==================== fetch_unit
[config.mk]
export PLATFORM = sky130hd
export DESIGN_NAME = fetch_unit
export DESIGN_NICKNAME = d
export VERILOG_FILES = /design/src/rtl/fetch_unit.sv
export SDC_FILE = /design/constraint.sdc
export NUM_CORES = 1
export LEC_CHECK = 0
export ABC_AREA = 1
export CAP_MARGIN = 40
export CORE_MARGIN = 5
export CORE_UTILIZATION = 57
export DETAILED_ROUTE_END_ITERATION = 10
export PLACE_DENSITY_LB_ADDON = 0.12
export REMOVE_ABC_BUFFERS = 1
export SLEW_MARGIN = 40
export SYNTH_ARGS = -nofsm -noshare
export SYNTH_HDL_FRONTEND = slang
export SYNTH_SLANG_ARGS = --single-unit
[constraint.sdc]
create_clock -name clk -period 3.6 [get_ports clk]
set_input_delay 0.72 -clock clk [delete_from_list [all_inputs] [get_ports clk]]
set_output_delay 0.72 -clock clk [all_outputs]
set_load 0.02 [all_outputs]
[src/rtl/fetch_unit.sv]
// Instruction fetch stage: drives the PC, fetches over a req/ack port and queues words for decode.
// Build option FETCH_JMP_FOLD_EN: when defined, jump words are consumed here and never enqueued.
module fetch_unit #(
   parameter int          ADDR_W     = 8,
   parameter int          DATA_W     = 16,
   parameter int          FIFO_DEPTH = 4,
   parameter logic [3:0]  JMP_OPCODE = 4'hA
) (
   input  logic              clk,
   input  logic              resetN,
   input  logic [ADDR_W-1:0] pcIn,
   output logic              hold,
   output logic              jump,
   output logic [ADDR_W-1:0] jumpLine,
   output logic              memReq,
   output logic [ADDR_W-1:0] memAddr,
   input  logic              memAck,
   input  logic [DATA_W-1:0] memData,
   output logic              instrValid,
   input  logic              instrReady,
   output logic [DATA_W-1:0] instrData,
   output logic [ADDR_W-1:0] instrAddr
);

   localparam int PTR_W = (FIFO_DEPTH > 1) ? $clog2(FIFO_DEPTH) : 1;
   localparam int CNT_W = PTR_W + 1;

   localparam logic [0:0] S_FETCH = 1'b0;
   localparam logic [0:0] S_STALL = 1'b1;

   typedef struct packed {
      logic [ADDR_W-1:0] addr;
      logic [DATA_W-1:0] data;
   } entry_t;

   entry_t            fifo_q [FIFO_DEPTH];
   logic [0:0]        state_q, state_d;
   logic              run_q;
   logic [PTR_W-1:0]  wr_ptr_q, wr_ptr_d;
   logic [PTR_W-1:0]  rd_ptr_q, rd_ptr_d;
   logic [CNT_W-1:0]  cnt_q, cnt_d;

   logic full, empty, accept, is_jmp, push, pop;

   assign full    = (cnt_q == CNT_W'(FIFO_DEPTH));
   assign empty   = (cnt_q == '0);

   // run_q keeps memReq low on the first cycle after reset release
   assign memReq  = run_q & (state_q == S_FETCH);
   assign memAddr = pcIn;

   // a full queue refuses the word even if decode pops in the same cycle
   assign accept  = memReq & memAck & ~full;
   assign is_jmp  = (memData[DATA_W-1 -: 4] == JMP_OPCODE);

   assign hold     = ~accept;
   assign jump     = accept & is_jmp;
   assign jumpLine = memData[ADDR_W-1:0];

`ifdef FETCH_JMP_FOLD_EN
   assign push = accept & ~is_jmp;
`else
   assign push = accept;
`endif

   assign pop        = instrReady & ~empty;
   assign instrValid = ~empty;
   assign instrData  = fifo_q[rd_ptr_q].data;
   assign instrAddr  = fifo_q[rd_ptr_q].addr;

   always_comb begin
      wr_ptr_d = wr_ptr_q + PTR_W'(push);
      rd_ptr_d = rd_ptr_q + PTR_W'(pop);
      cnt_d    = cnt_q;
      case ({push, pop})
         2'b10:   cnt_d = cnt_q + 1'b1;
         2'b01:   cnt_d = cnt_q - 1'b1;
         default: cnt_d = cnt_q;
      endcase
   end

   // stalling drops memReq, abandoning any un-acked request; it is re-issued at the same PC
   always_comb begin
      state_d = state_q;
      case (state_q)
         S_FETCH: if (run_q && full && !pop) state_d = S_STALL;
         S_STALL: if (pop)                   state_d = S_FETCH;
         default:                            state_d = S_FETCH;
      endcase
   end

   always_ff @(posedge clk or negedge resetN) begin
      if (!resetN) begin
         state_q  <= S_FETCH;
         run_q    <= 1'b0;
         wr_ptr_q <= '0;
         rd_ptr_q <= '0;
         cnt_q    <= '0;
      end else begin
         state_q  <= state_d;
         run_q    <= 1'b1;
         wr_ptr_q <= wr_ptr_d;
         rd_ptr_q <= rd_ptr_d;
         cnt_q    <= cnt_d;
      end
   end

   always_ff @(posedge clk) begin
      if (push) begin
         fifo_q[wr_ptr_q].addr <= pcIn;
         fifo_q[wr_ptr_q].data <= memData;
      end
   end

endmodule
==> fetch_unit/zoom.png <==
Region (64, 15) to (84, 35) um. Cells in grey, sequential cells in the stronger grey; small squares are vias.
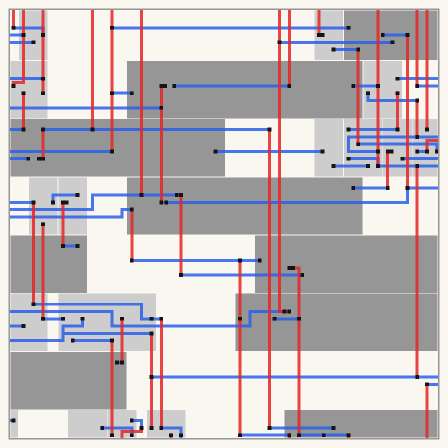
legend:
  met1:
    colour: blue
  met2:
    colour: red
netlist names of flops here include: fifo_q (5)
most frequent: edfxtp_1 (5), inv_1 (4), nand2_1 (3)
sequential cells in the window: 5
cells with their middle in the window: 16

==> fetch_unit/registers.png <==
Scale: 4 px per um. Other sequential cells in the stronger grey, the rest of the logic in the fainter grey.
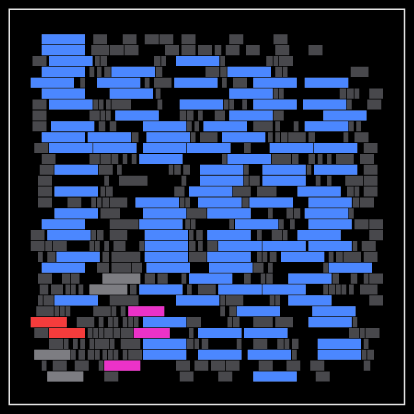
legend:
  cnt_q:
    colour: magenta
    flops: 3
  wr_ptr_q:
    colour: red
    flops: 2
  fifo_q:
    colour: blue
    flops: 96
    where: all over the die

sequential cells by signal, indices dropped and copies added, names as in the netlist:
signal    cells
rd_ptr_q      2
fifo_q       96
wr_ptr_q      2
state_q       1
run_q         1
cnt_q         3
kinds of logic after synthesis:
kind of cell    synth area share
compound gates            0.1134
simple gates             0.06483
xor+xnor                0.005895
fa+ha+maj                0.01291
buf+inv                   0.1050
flops                     0.6972
other cells            0.0008412
==> impl_metrics.toml <==
# flow metrics
[yosys]
yosys.area.top_type = "edfxtp_1"
ys_area_mm2 = 0.004458
synth-seq-cells = 105
synth_cells = 354
yosysWarnings = 0

[setup_path]
worst_setup_end_kind = "primary output"
timing.critical_path.arrival_ps = 2280
crit_path_max_fanout = 8
timing.rr.start = "cnt_q[0]$_DFFE_PN0P_"
crit_path_max_cell_delay_ps = 620

[layout]
logic_area_um2 = 892.1
comb_area_frac = 0.1673
final_nets = 444
inverters = 61
lay_top_count = "edfxtp_1"

[clock_network]
ctsRootBufferMaster = "clkbuf_8"
clock_latency_ps = 350
cts.sink_count = 105
cts-hold-fix-buffers = 0

[drt]
dr_wl_met3_um = 307
drt_drc_violations_left = 0
route.met2.wl_mm = 3.819

[global_routing]
grt_pass1_vias = 2446
grt_busiest_layer = "met2"
antenna_found_initial = 0

[status]
run_status = "completed"

[power_and_ir_drop]
powerComb_mw = 1.67

==================== craft_round_controller
==> craft_round_controller/zoom.png <==
Region (35, 5) to (55, 25) um. Cells in grey, sequential cells in the stronger grey; small squares are vias.
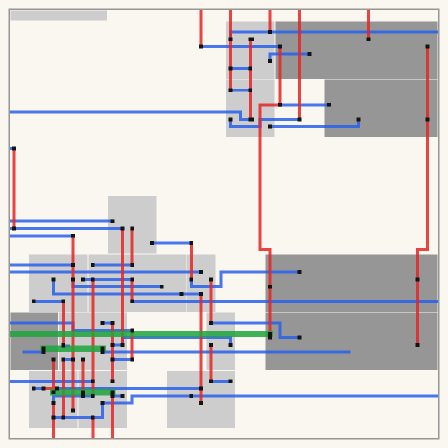
==> craft_round_controller/metal_stack.png <==
Scale: 6 px per um.
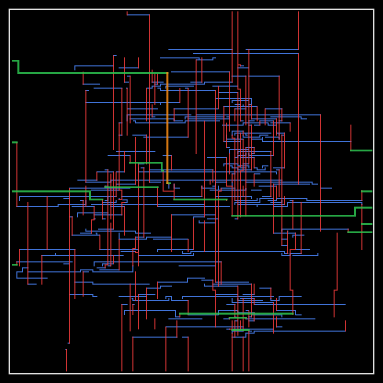
==> craft_round_controller/registers.png <==
Scale: 8 px per um. Other sequential cells in the stronger grey, the rest of the logic in the fainter grey.
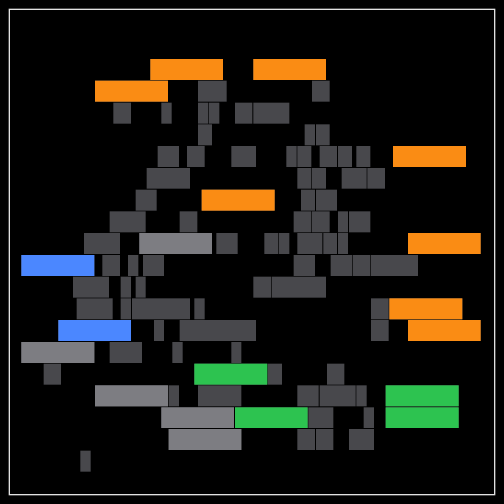
<file path="config.mk">
export PLATFORM = sky130hd
export DESIGN_NAME = craft_round_controller
export DESIGN_NICKNAME = d
export VERILOG_FILES = /design/src/rtl/craft_round_controller.sv
export SDC_FILE = /design/constraint.sdc
export NUM_CORES = 1
export LEC_CHECK = 0
export ABC_CLOCK_PERIOD_IN_PS = 4530
export CAP_MARGIN = 25
export CORE_UTILIZATION = 30
export DETAILED_ROUTE_END_ITERATION = 8
export DONT_BUFFER_PORTS = 1
export GPL_ROUTABILITY_DRIVEN = 0
export PLACE_DENSITY = 0.42
export SYNTH_ARGS = -nofsm -noshare
export SYNTH_HDL_FRONTEND = slang
export SYNTH_SLANG_ARGS = --single-unit
</file>
<file path="constraint.sdc">
create_clock -name clk -period 4.53 [get_ports clk]
set_input_delay 0.453 -clock clk [delete_from_list [all_inputs] [get_ports clk]]
set_output_delay 0.453 -clock clk [all_outputs]
set_load 0.02 [all_outputs]
</file>
<file path="src/rtl/craft_round_controller.sv">
// craft_round_controller: round/nibble sequencer for the nibble-serial CRAFT datapath.
// Optional build define CRAFT_STALL_EN adds a stall input that freezes a running operation.
module craft_round_controller #(
  parameter int ROUNDS  = 32,
  parameter int NIBBLES = 16
) (
  input  logic       clk,
  input  logic       rst,
  input  logic       start,
  input  logic       done_ready,
`ifdef CRAFT_STALL_EN
  input  logic       stall,
`endif
  output logic       busy,
  output logic       en,
  output logic       ck0,
  output logic [7:0] r,
  output logic [3:0] nib,
  output logic       last_round,
  output logic       done_valid
);

  typedef enum logic [1:0] {
    IDLE = 2'd0,
    RUN  = 2'd1,
    DONE = 2'd2
  } state_t;

  localparam logic [7:0] R_LAST = 8'(ROUNDS - 1);
  localparam logic [3:0] N_LAST = 4'(NIBBLES - 1);

  state_t     state_r, state_s;
  logic [7:0] round_r, round_s;
  logic [3:0] nib_r, nib_s;
  logic       busy_r, en_r, ck0_r, last_r, done_valid_r;
  logic [7:0] r_out_r;
  logic [3:0] nib_out_r;
  logic       stall_s;

`ifdef CRAFT_STALL_EN
  assign stall_s = stall;
`else
  assign stall_s = 1'b0;
`endif

  // Next-state and counter update logic.
  always_comb begin
    state_s = state_r;
    round_s = round_r;
    nib_s   = nib_r;
    case (state_r)
      IDLE: begin
        round_s = 8'd0;
        nib_s   = 4'd0;
        if (start) begin
          state_s = RUN;
        end else begin
          state_s = IDLE;
        end
      end
      RUN: begin
        if (stall_s) begin
          state_s = RUN;
        end else if (nib_r < N_LAST) begin
          nib_s = nib_r + 4'd1;
        end else begin
          nib_s = 4'd0;
          if (round_r < R_LAST) begin
            round_s = round_r + 8'd1;
          end else begin
            state_s = DONE;
          end
        end
      end
      DONE: begin
        nib_s = 4'd0;
        if (done_ready) begin
          state_s = IDLE;
          round_s = 8'd0;
        end else begin
          state_s = DONE;
        end
      end
      default: begin
        state_s = IDLE;
        round_s = 8'd0;
        nib_s   = 4'd0;
      end
    endcase
  end

  // State, counters, and outputs pre-decoded from the next state so they register cleanly.
  always_ff @(posedge clk or posedge rst) begin
    if (rst) begin
      state_r      <= IDLE;
      round_r      <= 8'd0;
      nib_r        <= 4'd0;
      busy_r       <= 1'b0;
      en_r         <= 1'b0;
      ck0_r        <= 1'b0;
      last_r       <= 1'b0;
      done_valid_r <= 1'b0;
      r_out_r      <= 8'd0;
      nib_out_r    <= 4'd0;
    end else begin
      state_r      <= state_s;
      round_r      <= round_s;
      nib_r        <= nib_s;
      busy_r       <= (state_s != IDLE);
      en_r         <= (state_s == RUN);
      ck0_r        <= (state_s == RUN) && (nib_s == 4'd0);
      last_r       <= (state_s == RUN) && (round_s == R_LAST);
      done_valid_r <= (state_s == DONE);
      r_out_r      <= round_s;
      nib_out_r    <= nib_s;
    end
  end

  // A stalled RUN cycle must not clock the datapath, so stall gates en/ck0 directly.
  assign en         = en_r & ~stall_s;
  assign ck0        = ck0_r & ~stall_s;
  assign busy       = busy_r;
  assign r          = r_out_r;
  assign nib        = nib_out_r;
  assign last_round = last_r;
  assign done_valid = done_valid_r;

endmodule

</file>
==> impl_metrics.toml <==
# flow metrics
[clock_network]
ctsRootBufferMaster = "clkbuf_4"
cts-root-to-sink-buffers = 2
cts.sink_count = 19

[sta]
final.setup.tns_ps = 0
final.hold.worst_slack_ps = 142.6

[floorplanning]
floorplan.die.height_um = 60.48
floorplan.die_area_mm2 = 0.003658

[setup_path]
critical_path.startpoint = "nib[0]$_DFF_PP0_"
crit_buf_inv = 0
worst_setup_end_kind = "flip-flop"

[layout]
final_cell_mix = "19 x dfrtp_1, 10 x inv_1, 6 x nand2_1, 6 x ha_1, 5 x and3_1"
number_of_multi_input_combinational_cells = 63

[power_and_ir_drop]
power.total_uw = 471.9
power_leakage_nw = 0.4981

[placed_design]
place.detailed.hpwl_mm = 1.662
place_area_mm2 = 0.001066

[status]
run_status = "completed"
About craft_round_controller/zoom.png:
legend:
  met2:
    colour: red
  met1:
    colour: blue
  met3:
    colour: green
netlist names of flops here include: nib (2), r (2)
most frequent: dfrtp_1 (4), and3_1 (3), nor2_1 (2)
sequential cells in the window: 4
cells with their middle in the window: 15

About craft_round_controller/metal_stack.png:
legend:
  met1:
    colour: blue
    wire_length: 1,150 um
  met4:
    colour: orange
    wire_length: 18.4 um
  met3:
    colour: green
    wire_length: 130 um
  met2:
    colour: red
    wire_length: 973 um

About craft_round_controller/registers.png:
legend:
  nib:
    colour: green
    flops: 4
  r:
    colour: orange
    flops: 8
  state_r:
    colour: blue
    flops: 2
not coloured: 5

==> routing by layer <==
layer  vias to the layer above  wire length (um)  track usage  share of wire
met5                         -                 0            0              0
met4                         0                18      0.03896         0.0079
met3                         2               129      0.05330          0.057
met2                        23               972       0.2057           0.43
met1                       353              1151       0.2053           0.51
li1                        338                 -            -              -
==> where the power goes <==
part           internal, mW  switching [mW]
Sequential            0.196          0.0519
Combinational        0.0494          0.0826
Clock                0.0343          0.0579


==> screenshots <==
Clock wires, drivers and flops.
panel A
Scale: 3 px per um.
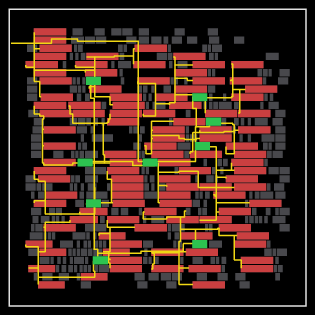
panel B
Scale: 4 px per um.
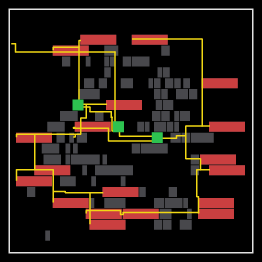
The one with the most sequential cells is panel A.
The one with the largest die is panel A.
- fetch_unit = panel A
- craft_round_controller = panel B

Key to panel A:
legend:
  clock wires:
    colour: yellow
    length: 1,030 um
  cells driving clock nets:
    colour: green
    count: 9
  flip-flops:
    colour: red
    count: 105
flops lie: all over the die
routed clock nets: 10

Power and IR drop assume default switching activity.
